# block 1

Fig. 1: block 1, where the registers sit
Other sequential cells in the stronger grey, the rest of the logic in the fainter grey.
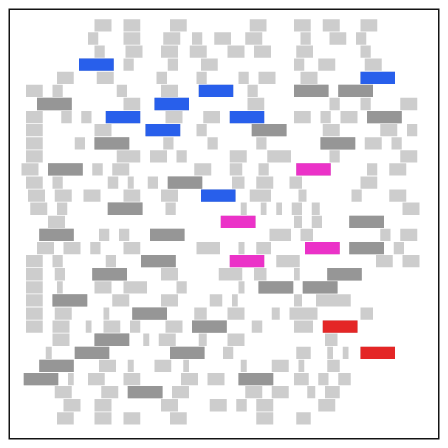
Fig. 2: block 1, routed clock nets over the placement
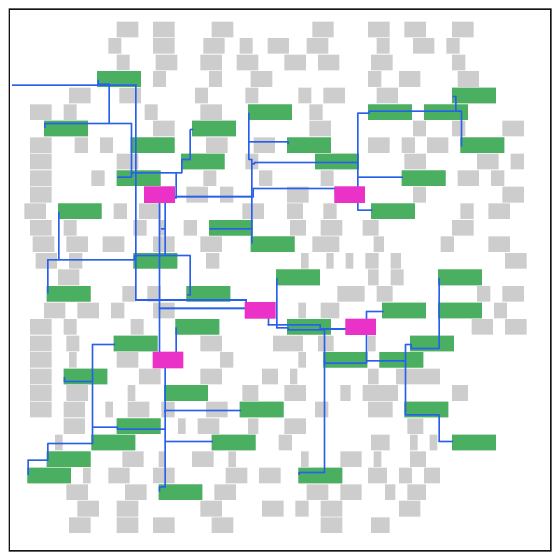
## config.mk

```make
export PLATFORM = sky130hd
export DESIGN_NAME = cmp_branch_seq_flat
export DESIGN_NICKNAME = d
export VERILOG_FILES = /design/src/rtl/cmp_branch_seq_pkg.sv /design/src/rtl/cmp_branch_seq_if.sv /design/src/rtl/cmp_branch_seq_wait_timer.sv /design/src/rtl/cmp_branch_seq.sv /design/src/flat_wrapper.sv
export SDC_FILE = /design/constraint.sdc
export NUM_CORES = 1
export LEC_CHECK = 0
export CELL_PAD_IN_SITES_DETAIL_PLACEMENT = 2
export CELL_PAD_IN_SITES_GLOBAL_PLACEMENT = 2
export CORE_UTILIZATION = 25
export CTS_BUF_LIST = sky130_fd_sc_hd__clkbuf_8
export DETAILED_ROUTE_END_ITERATION = 10
export HOLD_SLACK_MARGIN = 0.05
export MAX_ROUTING_LAYER = met4
export PLACE_DENSITY_LB_ADDON = 0.25
export SLEW_MARGIN = 20
export SYNTH_ARGS = -nofsm -noshare
export SYNTH_HDL_FRONTEND = slang
export SYNTH_SLANG_ARGS = --single-unit
```

## constraint.sdc

```tcl
create_clock -name clk_i -period 2.4 [get_ports clk_i]
set_clock_uncertainty 0.2 [all_clocks]
set_input_delay 0.48 -clock clk_i [delete_from_list [all_inputs] [get_ports clk_i]]
set_output_delay 0.48 -clock clk_i [all_outputs]
set_load 0.01 [all_outputs]
```

## src/rtl/cmp_branch_seq_pkg.sv

```systemverilog
// Shared definitions for the compare / conditional-branch sequencer.
// Holds the opcode encodings, the FSM state encoding, the default timeout
// and a helper that decides whether a resolved branch loads the PC.
package cmp_branch_seq_pkg;

  // Opcode encodings as issued by the instruction decoder
  localparam logic [1:0] OP_CMP = 2'b00;
  localparam logic [1:0] OP_JZ  = 2'b01;
  localparam logic [1:0] OP_JNZ = 2'b10;
  localparam logic [1:0] OP_NOP = 2'b11;

  // State encoding
  localparam logic [1:0] S_IDLE    = 2'd0;
  localparam logic [1:0] S_REQ     = 2'd1;
  localparam logic [1:0] S_CMP     = 2'd2;
  localparam logic [1:0] S_RESOLVE = 2'd3;

  // Default number of REQ cycles tolerated without mem_ack
  localparam int unsigned MAX_WAIT_DEFAULT = 15;

  typedef enum logic [1:0] {
    StIdle    = S_IDLE,
    StReq     = S_REQ,
    StCmp     = S_CMP,
    StResolve = S_RESOLVE
  } state_e;

  // A branch is taken for JZ on Z=1 and JNZ on Z=0; CMP and NOP never branch.
  function automatic logic branch_taken(input logic [1:0] op, input logic z);
    return ((op == OP_JZ) && z) || ((op == OP_JNZ) && !z);
  endfunction

endpackage

```

## src/rtl/cmp_branch_seq_if.sv

```systemverilog
// Memory read bus between the sequencer (master) and the memory (slave).
//   mem_req  : read request, held for the whole request phase
//   mem_addr : read address
//   mem_ack  : one-cycle pulse, mem_data valid
//   mem_data : read data
interface cmp_branch_seq_if #(
  parameter int unsigned WIDTH = 8,
  parameter int unsigned AW    = 8
) ();

  logic             mem_req;
  logic [AW-1:0]    mem_addr;
  logic             mem_ack;
  logic [WIDTH-1:0] mem_data;

  modport master (
    output mem_req,
    output mem_addr,
    input  mem_ack,
    input  mem_data
  );

  modport slave (
    input  mem_req,
    input  mem_addr,
    output mem_ack,
    output mem_data
  );

endinterface

```

## src/rtl/cmp_branch_seq_wait_timer.sv

```systemverilog
// Wait counter for the memory request phase.
//   clk_i  : clock
//   rst_i  : synchronous active-high reset
//   en_i   : count one more cycle without ack
//   clr_i  : return to zero (wins over en_i)
//   term_o : the current cycle is the MAX_WAIT-th cycle without ack
module wait_timer #(
  parameter int unsigned MAX_WAIT = 15
) (
  input  logic clk_i,
  input  logic rst_i,
  input  logic en_i,
  input  logic clr_i,
  output logic term_o
);

  // Count only ever spans 0..MAX_WAIT-1; the owner stops enabling at term_o.
  localparam int unsigned CntW = (MAX_WAIT > 1) ? $clog2(MAX_WAIT) : 1;
  localparam logic [CntW-1:0] CntLast = CntW'(MAX_WAIT - 1);

  logic [CntW-1:0] cnt_d, cnt_q;

  always_comb begin
    cnt_d = cnt_q;
    if (clr_i) begin
      cnt_d = '0;
    end else if (en_i) begin
      cnt_d = cnt_q + 1'b1;
    end
  end

  always_ff @(posedge clk_i) begin
    if (rst_i) begin
      cnt_q <= '0;
    end else begin
      cnt_q <= cnt_d;
    end
  end

  assign term_o = (cnt_q == CntLast);

endmodule

```

## src/rtl/cmp_branch_seq.sv

```systemverilog
// Compare / conditional-branch sequencer for the accumulator datapath.
// Fetches an operand over the memory bus, presents AC and the operand to the
// external zero comparator, registers its result into Z and tells the PC
// whether to load the branch target.
//   clk_i, rst_i   : clock, synchronous active-high reset
//   start_i        : one-cycle request from the decoder (ignored while busy)
//   opcode_i       : 00 CMP, 01 JZ, 10 JNZ, 11 NOP
//   addr_i         : operand address
//   target_i       : branch target
//   ac_i           : accumulator value
//   mem            : memory read bus (master side)
//   cmp_r1_o/r2_o  : comparator operands (latched AC, latched operand)
//   cmp_z_i        : comparator zero result
//   z_flag_o       : registered Z flag
//   pc_load_o      : one-cycle pulse, PC loads pc_target_o
//   pc_target_o    : latched branch target
//   busy_o         : not idle
//   done_o         : one-cycle completion pulse
//   err_o          : one-cycle memory timeout pulse
module cmp_branch_seq
  import cmp_branch_seq_pkg::*;
#(
  parameter int unsigned WIDTH    = 8,
  parameter int unsigned AW       = 8,
  parameter int unsigned MAX_WAIT = MAX_WAIT_DEFAULT
) (
  input  logic             clk_i,
  input  logic             rst_i,
  input  logic             start_i,
  input  logic [1:0]       opcode_i,
  input  logic [AW-1:0]    addr_i,
  input  logic [AW-1:0]    target_i,
  input  logic [WIDTH-1:0] ac_i,
  cmp_branch_seq_if.master mem,
  output logic [WIDTH-1:0] cmp_r1_o,
  output logic [WIDTH-1:0] cmp_r2_o,
  input  logic             cmp_z_i,
  output logic             z_flag_o,
  output logic             pc_load_o,
  output logic [AW-1:0]    pc_target_o,
  output logic             busy_o,
  output logic             done_o,
  output logic             err_o
);

  state_e           state_d, state_q;
  logic [1:0]       op_d, op_q;
  logic [WIDTH-1:0] ac_d, ac_q;
  logic [WIDTH-1:0] operand_d, operand_q;
  logic [AW-1:0]    addr_d, addr_q;
  logic [AW-1:0]    target_d, target_q;
  logic             z_d, z_q;
  logic             nop_done_d, nop_done_q;
  logic             err_d, err_q;

  logic timer_en, timer_clr, timer_term;

  wait_timer #(
    .MAX_WAIT (MAX_WAIT)
  ) u_wait_timer (
    .clk_i  (clk_i),
    .rst_i  (rst_i),
    .en_i   (timer_en),
    .clr_i  (timer_clr),
    .term_o (timer_term)
  );

  always_comb begin
    state_d    = state_q;
    op_d       = op_q;
    ac_d       = ac_q;
    operand_d  = operand_q;
    addr_d     = addr_q;
    target_d   = target_q;
    z_d        = z_q;
    nop_done_d = 1'b0;
    err_d      = 1'b0;
    timer_en   = 1'b0;
    timer_clr  = 1'b1;

    unique case (state_q)
      StIdle: begin
        if (start_i) begin
          if (opcode_i == OP_NOP) begin
            nop_done_d = 1'b1;
          end else begin
            op_d     = opcode_i;
            ac_d     = ac_i;
            addr_d   = addr_i;
            target_d = target_i;
            state_d  = StReq;
          end
        end
      end
      StReq: begin
        timer_clr = 1'b0;
        if (mem.mem_ack) begin
          operand_d = mem.mem_data;
          timer_clr = 1'b1;
          state_d   = StCmp;
        end else if (timer_term) begin
          // Timer is cleared on the way back through IDLE.
          err_d   = 1'b1;
          state_d = StIdle;
        end else begin
          timer_en = 1'b1;
        end
      end
      StCmp: begin
        z_d     = cmp_z_i;
        state_d = StResolve;
      end
      StResolve: begin
        state_d = StIdle;
      end
      default: begin
        state_d = StIdle;
      end
    endcase
  end

  always_ff @(posedge clk_i) begin
    if (rst_i) begin
      state_q    <= StIdle;
      op_q       <= OP_NOP;
      ac_q       <= '0;
      operand_q  <= '0;
      addr_q     <= '0;
      target_q   <= '0;
      z_q        <= 1'b0;
      nop_done_q <= 1'b0;
      err_q      <= 1'b0;
    end else begin
      state_q    <= state_d;
      op_q       <= op_d;
      ac_q       <= ac_d;
      operand_q  <= operand_d;
      addr_q     <= addr_d;
      target_q   <= target_d;
      z_q        <= z_d;
      nop_done_q <= nop_done_d;
      err_q      <= err_d;
    end
  end

  // Every output is a register or a decode of registered state.
  assign mem.mem_req  = (state_q == StReq);
  assign mem.mem_addr = addr_q;
  assign cmp_r1_o     = ac_q;
  assign cmp_r2_o     = operand_q;
  assign z_flag_o     = z_q;
  assign pc_target_o  = target_q;
  assign busy_o       = (state_q != StIdle);
  assign done_o       = (state_q == StResolve) || nop_done_q;
  assign pc_load_o    = (state_q == StResolve) && branch_taken(op_q, z_q);
  assign err_o        = err_q;

endmodule
```

## src/flat_wrapper.sv

```systemverilog
// flat-port wrapper written by rule: the top's interface ports become plain ports
module cmp_branch_seq_flat import cmp_branch_seq_pkg::*;
#(
  parameter int unsigned WIDTH    = 8,
  parameter int unsigned AW       = 8,
  parameter int unsigned MAX_WAIT = MAX_WAIT_DEFAULT
)
  (clk_i, rst_i, start_i, opcode_i, addr_i, target_i, ac_i, cmp_r1_o, cmp_r2_o, cmp_z_i, z_flag_o, pc_load_o, pc_target_o, busy_o, done_o, err_o, mem_mem_req, mem_mem_addr, mem_mem_ack, mem_mem_data);
  cmp_branch_seq_if #(.WIDTH(WIDTH), .AW(AW)) mem_i ();
  input  logic clk_i;
  input  logic rst_i;
  input  logic start_i;
  input  logic [1:0] opcode_i;
  input  logic [AW-1:0] addr_i;
  input  logic [AW-1:0] target_i;
  input  logic [WIDTH-1:0] ac_i;
  output logic [WIDTH-1:0] cmp_r1_o;
  output logic [WIDTH-1:0] cmp_r2_o;
  input  logic cmp_z_i;
  output logic z_flag_o;
  output logic pc_load_o;
  output logic [AW-1:0] pc_target_o;
  output logic busy_o;
  output logic done_o;
  output logic err_o;
  output wire logic [$bits(mem_i.mem_req)-1:0] mem_mem_req;
  output wire logic [$bits(mem_i.mem_addr)-1:0] mem_mem_addr;
  input wire logic [$bits(mem_i.mem_ack)-1:0] mem_mem_ack;
  input wire logic [$bits(mem_i.mem_data)-1:0] mem_mem_data;
  assign mem_mem_req = mem_i.mem_req;
  assign mem_mem_addr = mem_i.mem_addr;
  assign mem_i.mem_ack = mem_mem_ack;
  assign mem_i.mem_data = mem_mem_data;
  cmp_branch_seq #(.WIDTH(WIDTH), .AW(AW), .MAX_WAIT(MAX_WAIT)) u_core (.clk_i(clk_i), .rst_i(rst_i), .start_i(start_i), .opcode_i(opcode_i), .addr_i(addr_i), .target_i(target_i), .ac_i(ac_i), .mem(mem_i), .cmp_r1_o(cmp_r1_o), .cmp_r2_o(cmp_r2_o), .cmp_z_i(cmp_z_i), .z_flag_o(z_flag_o), .pc_load_o(pc_load_o), .pc_target_o(pc_target_o), .busy_o(busy_o), .done_o(done_o), .err_o(err_o));
endmodule
```

==> impl_metrics.csv <==
group,metric,value,unit
final_layout,buf_share,0.2869,
min_path,whs_path_depth,2,
sta,tightest_slew,0.4876,ns
clock_network,ctsResizeCount,1,
logic_synthesis,yosysTopAreaCell,"dfxtp_1",
final_layout,final_cell_count_no_fill,358,
grt,grt_max_degree,63,
final_layout,finalNetCount,301,
clock_network,clk_pin_slew,0.08,ns
placement,place.gp.congestion,0.6753,
sta,hold_ws,0.2774,ns
final_layout,inverters,1,
setup_path,worstPathArrival,1.54,ns
power,power_density,545.2,nW/um^2
power,p_int,1.145,mW
setup_path,crit_required,1.72,ns
floorplan,initCoreUtil,0.2588,
outcome,status,"finished, final reports clean",
final_layout,ff_count,43,
sta,slew-limit-headroom,0.6704,
sta,finalCritPeriodShare,0.9258,
route,via_count,1555,
Notes on Fig. 1 above:
blue -> u_core.mem.mem_addr  # flops 8
magenta -> u_core.u_wait_timer.cnt_q  # flops 4
red -> u_core.op_q  # flops 2
not coloured = 29
Seq power: 787 uW
register area: 860.8 um^2

Notes on Fig. 2 above:
magenta -> cells driving clock nets  # count 5
green -> flip-flops  # count 43
blue -> clock wires  # length 605 um
routed clock nets = 6
clk ins delay skew pair: 0.29 ns
power share of the clock group: 0.275
Clk. pwr: 419 uW

metal layers:
| metal | vias up | global-route usage | wire length (um) |
|---|---|---|---|
| met5 | - | - | 0 |
| met4 | 0 | 0.04399 | 35 |
| met3 | 2 | 0.04944 | 282 |
| met2 | 39 | 0.2168 | 2417 |
| met1 | 759 | 0.1383 | 1964 |
| li1 | 755 | - | - |
critical path: cells and delay by family, from the launching register on:
| kind | cells | cell delay (ns) |
|---|---|---|
| flip-flops | 1 | 0.51 |
| buffers and inverters | 1 | 0.53 |
| AND/OR/NAND/NOR | 2 | 0.21 |

# block 2

--- config.mk ---
export PLATFORM = sky130hd
export DESIGN_NAME = tristate_bus_arbiter
export DESIGN_NICKNAME = d
export VERILOG_FILES = /design/src/rtl/tsbus_arb_pkg.sv /design/src/rtl/rr_pick.sv /design/src/rtl/tristate_bus_arbiter.sv
export SDC_FILE = /design/constraint.sdc
export NUM_CORES = 1
export LEC_CHECK = 0
export CAP_MARGIN = 0
export CORE_AREA = 8 8 50 52
export DETAILED_ROUTE_END_ITERATION = 12
export DIE_AREA = 0 0 58 60
export GPL_TIMING_DRIVEN = 0
export PLACE_DENSITY = 0.74
export SLEW_MARGIN = 20
export SYNTH_ARGS = -nofsm -noshare
export SYNTH_HDL_FRONTEND = slang
export SYNTH_SLANG_ARGS = --single-unit
--- constraint.sdc ---
create_clock -name clk -period 1.6 [get_ports clk]
set_input_delay 0.24 -clock clk [delete_from_list [all_inputs] [get_ports clk]]
set_output_delay 0.24 -clock clk [all_outputs]
set_load 0.01 [all_outputs]
--- src/rtl/tsbus_arb_pkg.sv ---
// rtl/tsbus_arb_pkg.sv - shared types and helpers for the tri-state bus arbiter
package tsbus_arb_pkg;

    typedef enum logic [1:0] {
        ST_IDLE = 2'd0,
        ST_OWN  = 2'd1,
        ST_TURN = 2'd2
    } state_t;

    // Index width for a requester vector, never narrower than one bit.
    function automatic int id_width(input int n);
        return (n > 1) ? $clog2(n) : 1;
    endfunction

endpackage

--- src/rtl/rr_pick.sv ---
// rtl/rr_pick.sv - combinational round-robin winner search starting after the last owner
module rr_pick
    import tsbus_arb_pkg::*;
#(
    parameter int NREQ = 2,
    parameter int IW   = id_width(NREQ)
) (
    input  logic [NREQ-1:0] req,
    input  logic [IW-1:0]   last,
    output logic            any,
    output logic [IW-1:0]   winner
);

    logic          hi_found;
    logic [IW-1:0] hi_idx;
    logic [IW-1:0] lo_idx;

    // Lowest requester above the pointer wins; otherwise wrap to the lowest requester overall.
    always_comb begin
        hi_found = 1'b0;
        hi_idx   = '0;
        lo_idx   = '0;
        for (int j = NREQ - 1; j >= 0; j--) begin
            if (req[j]) begin
                lo_idx = IW'(j);
                if (IW'(j) > last) begin
                    hi_idx   = IW'(j);
                    hi_found = 1'b1;
                end
            end
        end
        any    = |req;
        winner = hi_found ? hi_idx : lo_idx;
    end

endmodule

--- src/rtl/tristate_bus_arbiter.sv ---
// rtl/tristate_bus_arbiter.sv - round-robin owner of tri-state driver enables with dead-time
module tristate_bus_arbiter
    import tsbus_arb_pkg::*;
#(
    parameter int NREQ     = 2,
    parameter int TURN_CYC = 1,
    parameter int MAX_HOLD = 8
) (
    input  logic                      clk,
    input  logic                      rst,
    input  logic [NREQ-1:0]           req,
    output logic [NREQ-1:0]           en,
    output logic [id_width(NREQ)-1:0] gnt_id,
    output logic                      busy
);

    localparam int            IW        = id_width(NREQ);
    localparam int            HW        = (MAX_HOLD > 0) ? $clog2(MAX_HOLD + 1) : 1;
    localparam logic [HW-1:0] HOLD_LAST = (MAX_HOLD > 0) ? HW'(MAX_HOLD - 1) : '0;
    localparam logic [3:0]    TURN_LAST = 4'(TURN_CYC - 1);
    localparam bit            PREEMPT   = (MAX_HOLD != 0);

    state_t          state_q, state_d;
    logic [IW-1:0]   last_q, last_d;
    logic [IW-1:0]   gnt_q, gnt_d;
    logic [NREQ-1:0] en_q, en_d;
    logic            busy_q, busy_d;
    logic [HW-1:0]   hold_q, hold_d;
    logic [3:0]      turn_q, turn_d;
    logic            pick_any;
    logic [IW-1:0]   pick_winner;
    logic            grant;

    rr_pick #(
        .NREQ (NREQ),
        .IW   (IW)
    ) u_pick (
        .req    (req),
        .last   (last_q),
        .any    (pick_any),
        .winner (pick_winner)
    );

    always_comb begin
        state_d = state_q;
        last_d  = last_q;
        gnt_d   = gnt_q;
        en_d    = en_q;
        busy_d  = busy_q;
        hold_d  = hold_q;
        turn_d  = turn_q;
        grant   = 1'b0;
        case (state_q)
            ST_IDLE: begin
                if (pick_any) grant = 1'b1;
            end
            ST_OWN: begin
                if (hold_q != '1) hold_d = hold_q + 1'b1;
                // >= rather than == so a requester arriving after the hold window still preempts.
                if (!req[gnt_q] || (PREEMPT && (hold_q >= HOLD_LAST) && |(req & ~en_q))) begin
                    state_d = ST_TURN;
                    en_d    = '0;
                    turn_d  = '0;
                end
            end
            ST_TURN: begin
                if (turn_q == TURN_LAST) begin
                    if (pick_any) begin
                        grant = 1'b1;
                    end else begin
                        state_d = ST_IDLE;
                        busy_d  = 1'b0;
                    end
                end else begin
                    turn_d = turn_q + 4'd1;
                end
            end
            default: state_d = ST_IDLE;
        endcase
        if (grant) begin
            state_d             = ST_OWN;
            last_d              = pick_winner;
            gnt_d               = pick_winner;
            en_d                = '0;
            en_d[pick_winner]   = 1'b1;
            busy_d              = 1'b1;
            hold_d              = '0;
        end
    end

    always_ff @(posedge clk) begin
        if (rst) begin
            state_q <= ST_IDLE;
            last_q  <= IW'(NREQ - 1);
            gnt_q   <= '0;
            en_q    <= '0;
            busy_q  <= 1'b0;
            hold_q  <= '0;
            turn_q  <= '0;
        end else begin
            state_q <= state_d;
            last_q  <= last_d;
            gnt_q   <= gnt_d;
            en_q    <= en_d;
            busy_q  <= busy_d;
            hold_q  <= hold_d;
            turn_q  <= turn_d;
        end
    end

    assign en     = en_q;
    assign gnt_id = gnt_q;
    assign busy   = busy_q;

endmodule

Fig. 3: block 2, cell outlines without signal wires
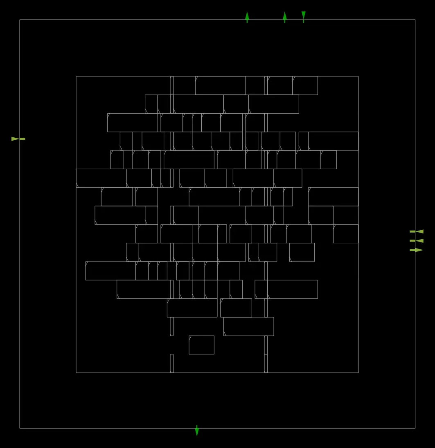
flip-flops: 15
placement row count: 16

Fig. 4: block 2, routed clock nets over the placement
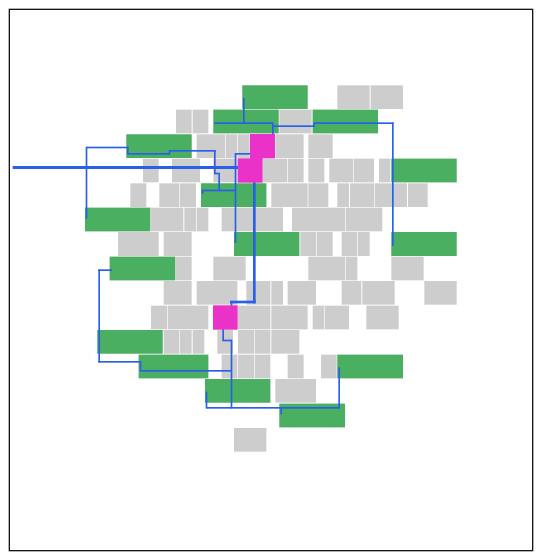
blue -> clock wires  # length 197 um
green -> flip-flops  # count 15
magenta -> cells driving clock nets  # count 3
routed clock nets = 4
Clk. pwr: 219 uW
clk ins delay skew pair: 0.29 ns
power share of the clock group: 0.297
clock skew: 0.008961 ns

==> impl_metrics.csv <==
group,metric,value,unit
outcome,status,"complete, but fails checks",
outcome,violations,"setup timing",
power,p_comb,109,uW
sta,report.final.slew_viol_count,0,
setup_path,cpPeakStageDelay,0.42,ns
final_layout,seq_area,301.5,um^2
route,vias_per_cell,5.640,
sta,hold_ws,0.4930,ns
setup_path,end_kind,"register",
setup_path,reg2reg_to,"last_q$_SDFFE_PP1P_",
placement,post_dp_cell_area,844.6,um^2
grt,grt_use_met2,0.1592,
placement,placed_cells,107,
final_layout,fillers,161,
logic_synthesis,top_cell,"dfxtp_1",
power,power_leader,"registers",
sta,setup_slack,-0.01078,ns
clock_network,cts_root_buf,"clkbuf_4",
route,wl,1457,um
logic_synthesis,ys_ff,15,
floorplan,nWellTaps,18,
grt,grt_util_met3,0.02151,
sta,setup_viol,1,
Fig. 5: block 2, sizing map
Scale bar: 20 um.
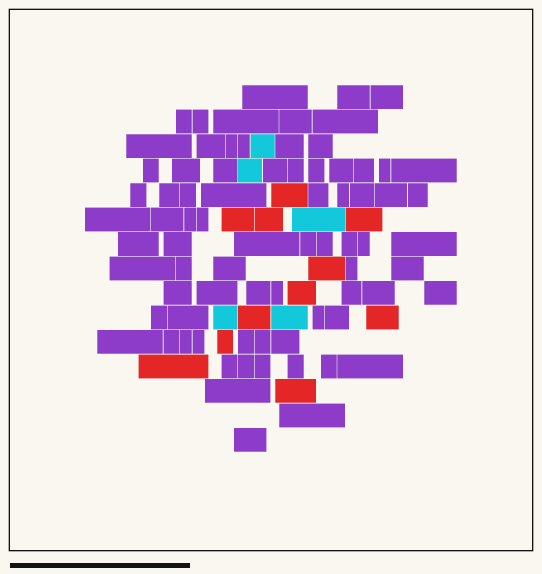
purple -> drive 1 or less  # cells 77
red -> drive 2  # cells 11
cyan -> drive 3 to 4  # cells 5
Non-clock buffers: 8
Design Area, Final: 892.1 um^2
area grow syn2layout: 18.64%
Setup WS post-layout: -0.01078 ns

critical path, delay by kind of cell, from the launching register on:
kind	cells	cell delay, ns
AND-OR/OR-AND	2	0.47
adder cells (fa/ha/maj)	1	0.15
buffers and inverters	1	0.06
flip-flops	1	0.35
AND/OR/NAND/NOR	2	0.48
flip-flops by register name (all words and copies together) (netlist names):
register,cells
hold_q,4
turn_q,4
en,2
state_q,2
busy,1
gnt_id,1
last_q,1
timing repair:
action	CTS	global route
setup buffers	0	0
setup endpoints to repair	2	8
pin swaps	1	0
gates resized	2	3

# block 3

File: src/rtl/condlogic_pkg.sv
// Shared controller definitions: condition-code encodings and NZCV bit positions.
package condlogic_pkg;

    localparam logic [3:0] COND_EQ = 4'b0000;
    localparam logic [3:0] COND_NE = 4'b0001;
    localparam logic [3:0] COND_CS = 4'b0010;
    localparam logic [3:0] COND_CC = 4'b0011;
    localparam logic [3:0] COND_MI = 4'b0100;
    localparam logic [3:0] COND_PL = 4'b0101;
    localparam logic [3:0] COND_VS = 4'b0110;
    localparam logic [3:0] COND_VC = 4'b0111;
    localparam logic [3:0] COND_HI = 4'b1000;
    localparam logic [3:0] COND_LS = 4'b1001;
    localparam logic [3:0] COND_GE = 4'b1010;
    localparam logic [3:0] COND_LT = 4'b1011;
    localparam logic [3:0] COND_GT = 4'b1100;
    localparam logic [3:0] COND_LE = 4'b1101;
    localparam logic [3:0] COND_AL = 4'b1110;
    localparam logic [3:0] COND_NV = 4'b1111;

    localparam int unsigned FLAG_N = 3;
    localparam int unsigned FLAG_Z = 2;
    localparam int unsigned FLAG_C = 1;
    localparam int unsigned FLAG_V = 0;

endpackage

File: src/rtl/condlogic_condcheck.sv
// Combinational evaluation of a 4-bit condition field against the NZCV flags.
module condlogic_condcheck
    import condlogic_pkg::*;
(
    input  logic [3:0] Cond,
    input  logic [3:0] Flags,
    output logic       CondEx
);

    logic n, z, c, v;

    assign n = Flags[FLAG_N];
    assign z = Flags[FLAG_Z];
    assign c = Flags[FLAG_C];
    assign v = Flags[FLAG_V];

    always_comb begin
        CondEx = 1'b0;
        unique case (Cond)
            COND_EQ: CondEx = z;
            COND_NE: CondEx = ~z;
            COND_CS: CondEx = c;
            COND_CC: CondEx = ~c;
            COND_MI: CondEx = n;
            COND_PL: CondEx = ~n;
            COND_VS: CondEx = v;
            COND_VC: CondEx = ~v;
            COND_HI: CondEx = c & ~z;
            COND_LS: CondEx = ~c | z;
            COND_GE: CondEx = (n == v);
            COND_LT: CondEx = (n != v);
            COND_GT: CondEx = ~z & (n == v);
            COND_LE: CondEx = z | (n != v);
            COND_AL: CondEx = 1'b1;
            // The reserved encoding executes unconditionally.
            COND_NV: CondEx = 1'b1;
            default: CondEx = 1'b0;
        endcase
    end

endmodule

File: src/rtl/condlogic.sv
// Condition stage: holds NZCV, samples the condition once per instruction in decode,
// and gates the decoder's write requests into architectural write enables.
module condlogic
    import condlogic_pkg::*;
(
    input  logic       clk,
    input  logic       reset,
    input  logic [3:0] Cond,
    input  logic [3:0] ALUFlags,
    input  logic [1:0] FlagW,
    input  logic       PCS,
    input  logic       NextPC,
    input  logic       RegW,
    input  logic       MemW,
    input  logic       IRWrite,
    output logic       PCWrite,
    output logic       RegWrite,
    output logic       MemWrite,
    output logic [3:0] Flags
);

    logic [3:0] flags_q, flags_d;
    logic       cond_ex_q, cond_ex_d;
    logic       sample_pend_q;
    logic       cond_ex;
    logic [1:0] flag_write;

    condlogic_condcheck u_condcheck (
        .Cond   (Cond),
        .Flags  (flags_q),
        .CondEx (cond_ex)
    );

    always_comb begin
        flag_write = FlagW & {2{cond_ex_q}};
        flags_d    = flags_q;
        if (flag_write[1]) begin
            flags_d[FLAG_N:FLAG_Z] = ALUFlags[FLAG_N:FLAG_Z];
        end
        if (flag_write[0]) begin
            flags_d[FLAG_C:FLAG_V] = ALUFlags[FLAG_C:FLAG_V];
        end
        // Sampled against pre-update flags so an instruction never re-evaluates itself.
        cond_ex_d = sample_pend_q ? cond_ex : cond_ex_q;
    end

    always_ff @(posedge clk) begin
        if (reset) begin
            flags_q       <= 4'b0000;
            cond_ex_q     <= 1'b0;
            sample_pend_q <= 1'b0;
        end else begin
            flags_q       <= flags_d;
            cond_ex_q     <= cond_ex_d;
            sample_pend_q <= IRWrite;
        end
    end

    // NextPC bypasses the gate so fetch always advances the PC.
    assign PCWrite  = (PCS & cond_ex_q) | NextPC;
    assign RegWrite = RegW & cond_ex_q;
    assign MemWrite = MemW & cond_ex_q;
    assign Flags    = flags_q;

endmodule

File: config.mk
export PLATFORM = sky130hd
export DESIGN_NAME = condlogic
export DESIGN_NICKNAME = d
export VERILOG_FILES = /design/src/rtl/condlogic_pkg.sv /design/src/rtl/condlogic_condcheck.sv /design/src/rtl/condlogic.sv
export SDC_FILE = /design/constraint.sdc
export NUM_CORES = 1
export LEC_CHECK = 0
export CAP_MARGIN = 0
export CORE_AREA = 8 8 45 47
export CTS_BUF_LIST = sky130_fd_sc_hd__clkbuf_8
export DETAILED_ROUTE_END_ITERATION = 6
export DIE_AREA = 0 0 53 55
export GPL_TIMING_DRIVEN = 0
export PLACE_DENSITY = 0.78
export SYNTH_ARGS = -nofsm -noshare
export SYNTH_HDL_FRONTEND = slang
export SYNTH_SLANG_ARGS = --single-unit
File: constraint.sdc
create_clock -name clk -period 1.99 [get_ports clk]
set_input_delay 0.597 -clock clk [delete_from_list [all_inputs] [get_ports clk]]
set_output_delay 0.597 -clock clk [all_outputs]
set_load 0.01 [all_outputs]
==> impl_metrics.csv <==
group,metric,value,unit
setup_path,cp.depth,3,
final_layout,fin_util,0.5389,
clock_network,cts_tree,"built",
placement,post_dp_cell_area,719.4,um^2
final_layout,buf_share,0.3406,
min_path,whs_path_depth,2,
min_path,hp-class,"register to register",
power,power.switching,89.48,uW
final_layout,sh_seq_area,0.1611,
sta,tightest_slew,0.3675,ns
setup_path,reg2reg_to,"cond_ex_q$_SDFFE_PP0P_",
power,power_density,541.6,nW/um^2
final_layout,inverters,1,
grt,grt_pass1_vias,528,
final_layout,antenna_cells,0,
outcome,status,"finished, final reports clean",
min_path,min_to,"Flags[2]$_SDFFE_PP0P_",
power,p_comb,97.8,uW
power,p_int,314.4,uW
logic_synthesis,top_cells_by_count,"nand3_1, a21oi_1, nand2_1",
power,p_comb_frac,0.242,
logic_synthesis,ys_ff,6,
setup_path,crit_slowest_cell,"clkdlybuf4s50_1",
setup_path,ff2ff_setup_slack,0.53,ns
floorplan,boundaryPins,24,
sta,slew-limit-headroom,0.7550,
logic_synthesis,yosys-top-cells-area,"dfxtp_1, nand3_1, a21oi_1, clkbuf_8, nand2_1",
setup_path,worstRegToRegCells,5,
final_layout,finalNetCount,106,
placement,port_buffers,23,
route,wl,1305,um
route,via_count,554,
[through the flow]
step	worst slack [ns]	setup TNS, ns	cells
floorplan	0.4192	0	61
global placement	-0.2991	-0.9590	100
detailed placement	-0.3172	-1.029	100
CTS	0.008775	0	103
global route	0.02551	0	103
finish	0.08928	0	103
[routing by layer]
layer	share of wire	wire (um)	GRT usage
met2	0.49	633	0.1660
met5	0	0	0
met1	0.41	534	0.09437
met3	0.091	119	0.04011
met4	0.013	17	0.05172
[state kept, by name, summed over array words and instances (netlist names)]
register	cells
Flags	4
cond_ex_q	1
sample_pend_q	1
Fig. 6: block 3, sizing map
Scale bar: 20 um.
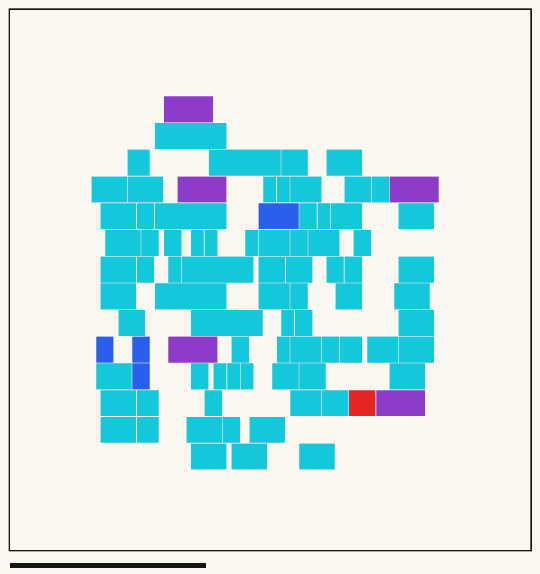
purple -> drive 6 and up  # cells 5
cyan -> drive 1 or less  # cells 77
red -> drive 3 to 4  # cells 1
blue -> drive 2  # cells 4
area grow syn2layout: 58.93%
Non-clock buffers: 27

Fig. 7: block 3, routed clock nets over the placement
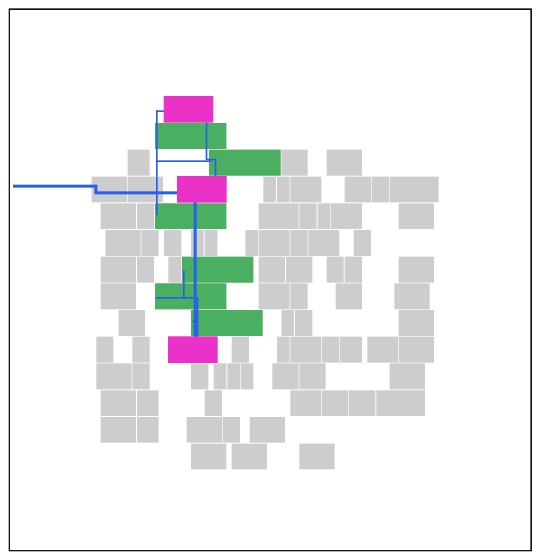
green -> flip-flops  # count 6
magenta -> cells driving clock nets  # count 3
blue -> clock wires  # length 87.0 um
routed clock nets = 4
clk ins delay skew pair: 0.22 ns
Clk. pwr: 175 uW
clock skew: 0.0007605 ns
power share of the clock group: 0.434



==> layout pictures side by side <==
Wire density map.
image #1
Scale bar: 20 um. The die is cut into 18 by 18 equal tiles; dark purple is low, yellow is high, scaled to the fullest tile. Values are wire area over tile area, all layers added.
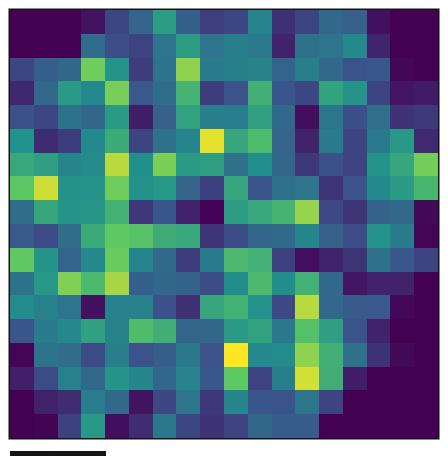
image #2
Scale bar: 20 um. The die is cut into 12 by 12 equal tiles; dark purple is low, yellow is high, scaled to the fullest tile. Values are wire area over tile area, all layers added.
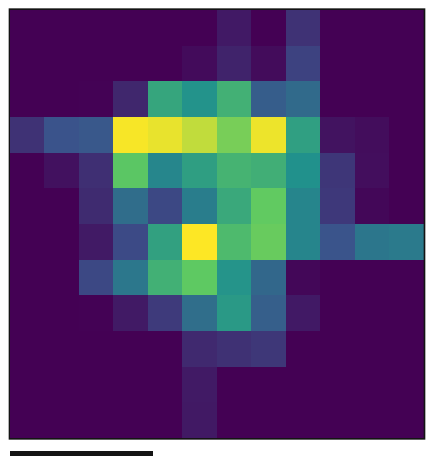
image #3
Scale bar: 20 um. The die is cut into 11 by 11 equal tiles; dark purple is low, yellow is high, scaled to the fullest tile. Values are wire area over tile area, all layers added.
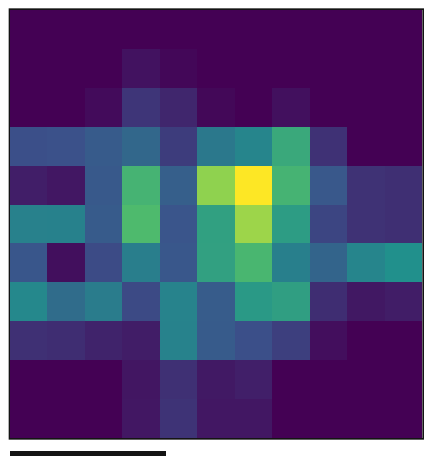
Of these, smallest die: image #3
image #3: block 3
image #2: block 2
image #1: block 1

Power and IR drop assume default switching activity.
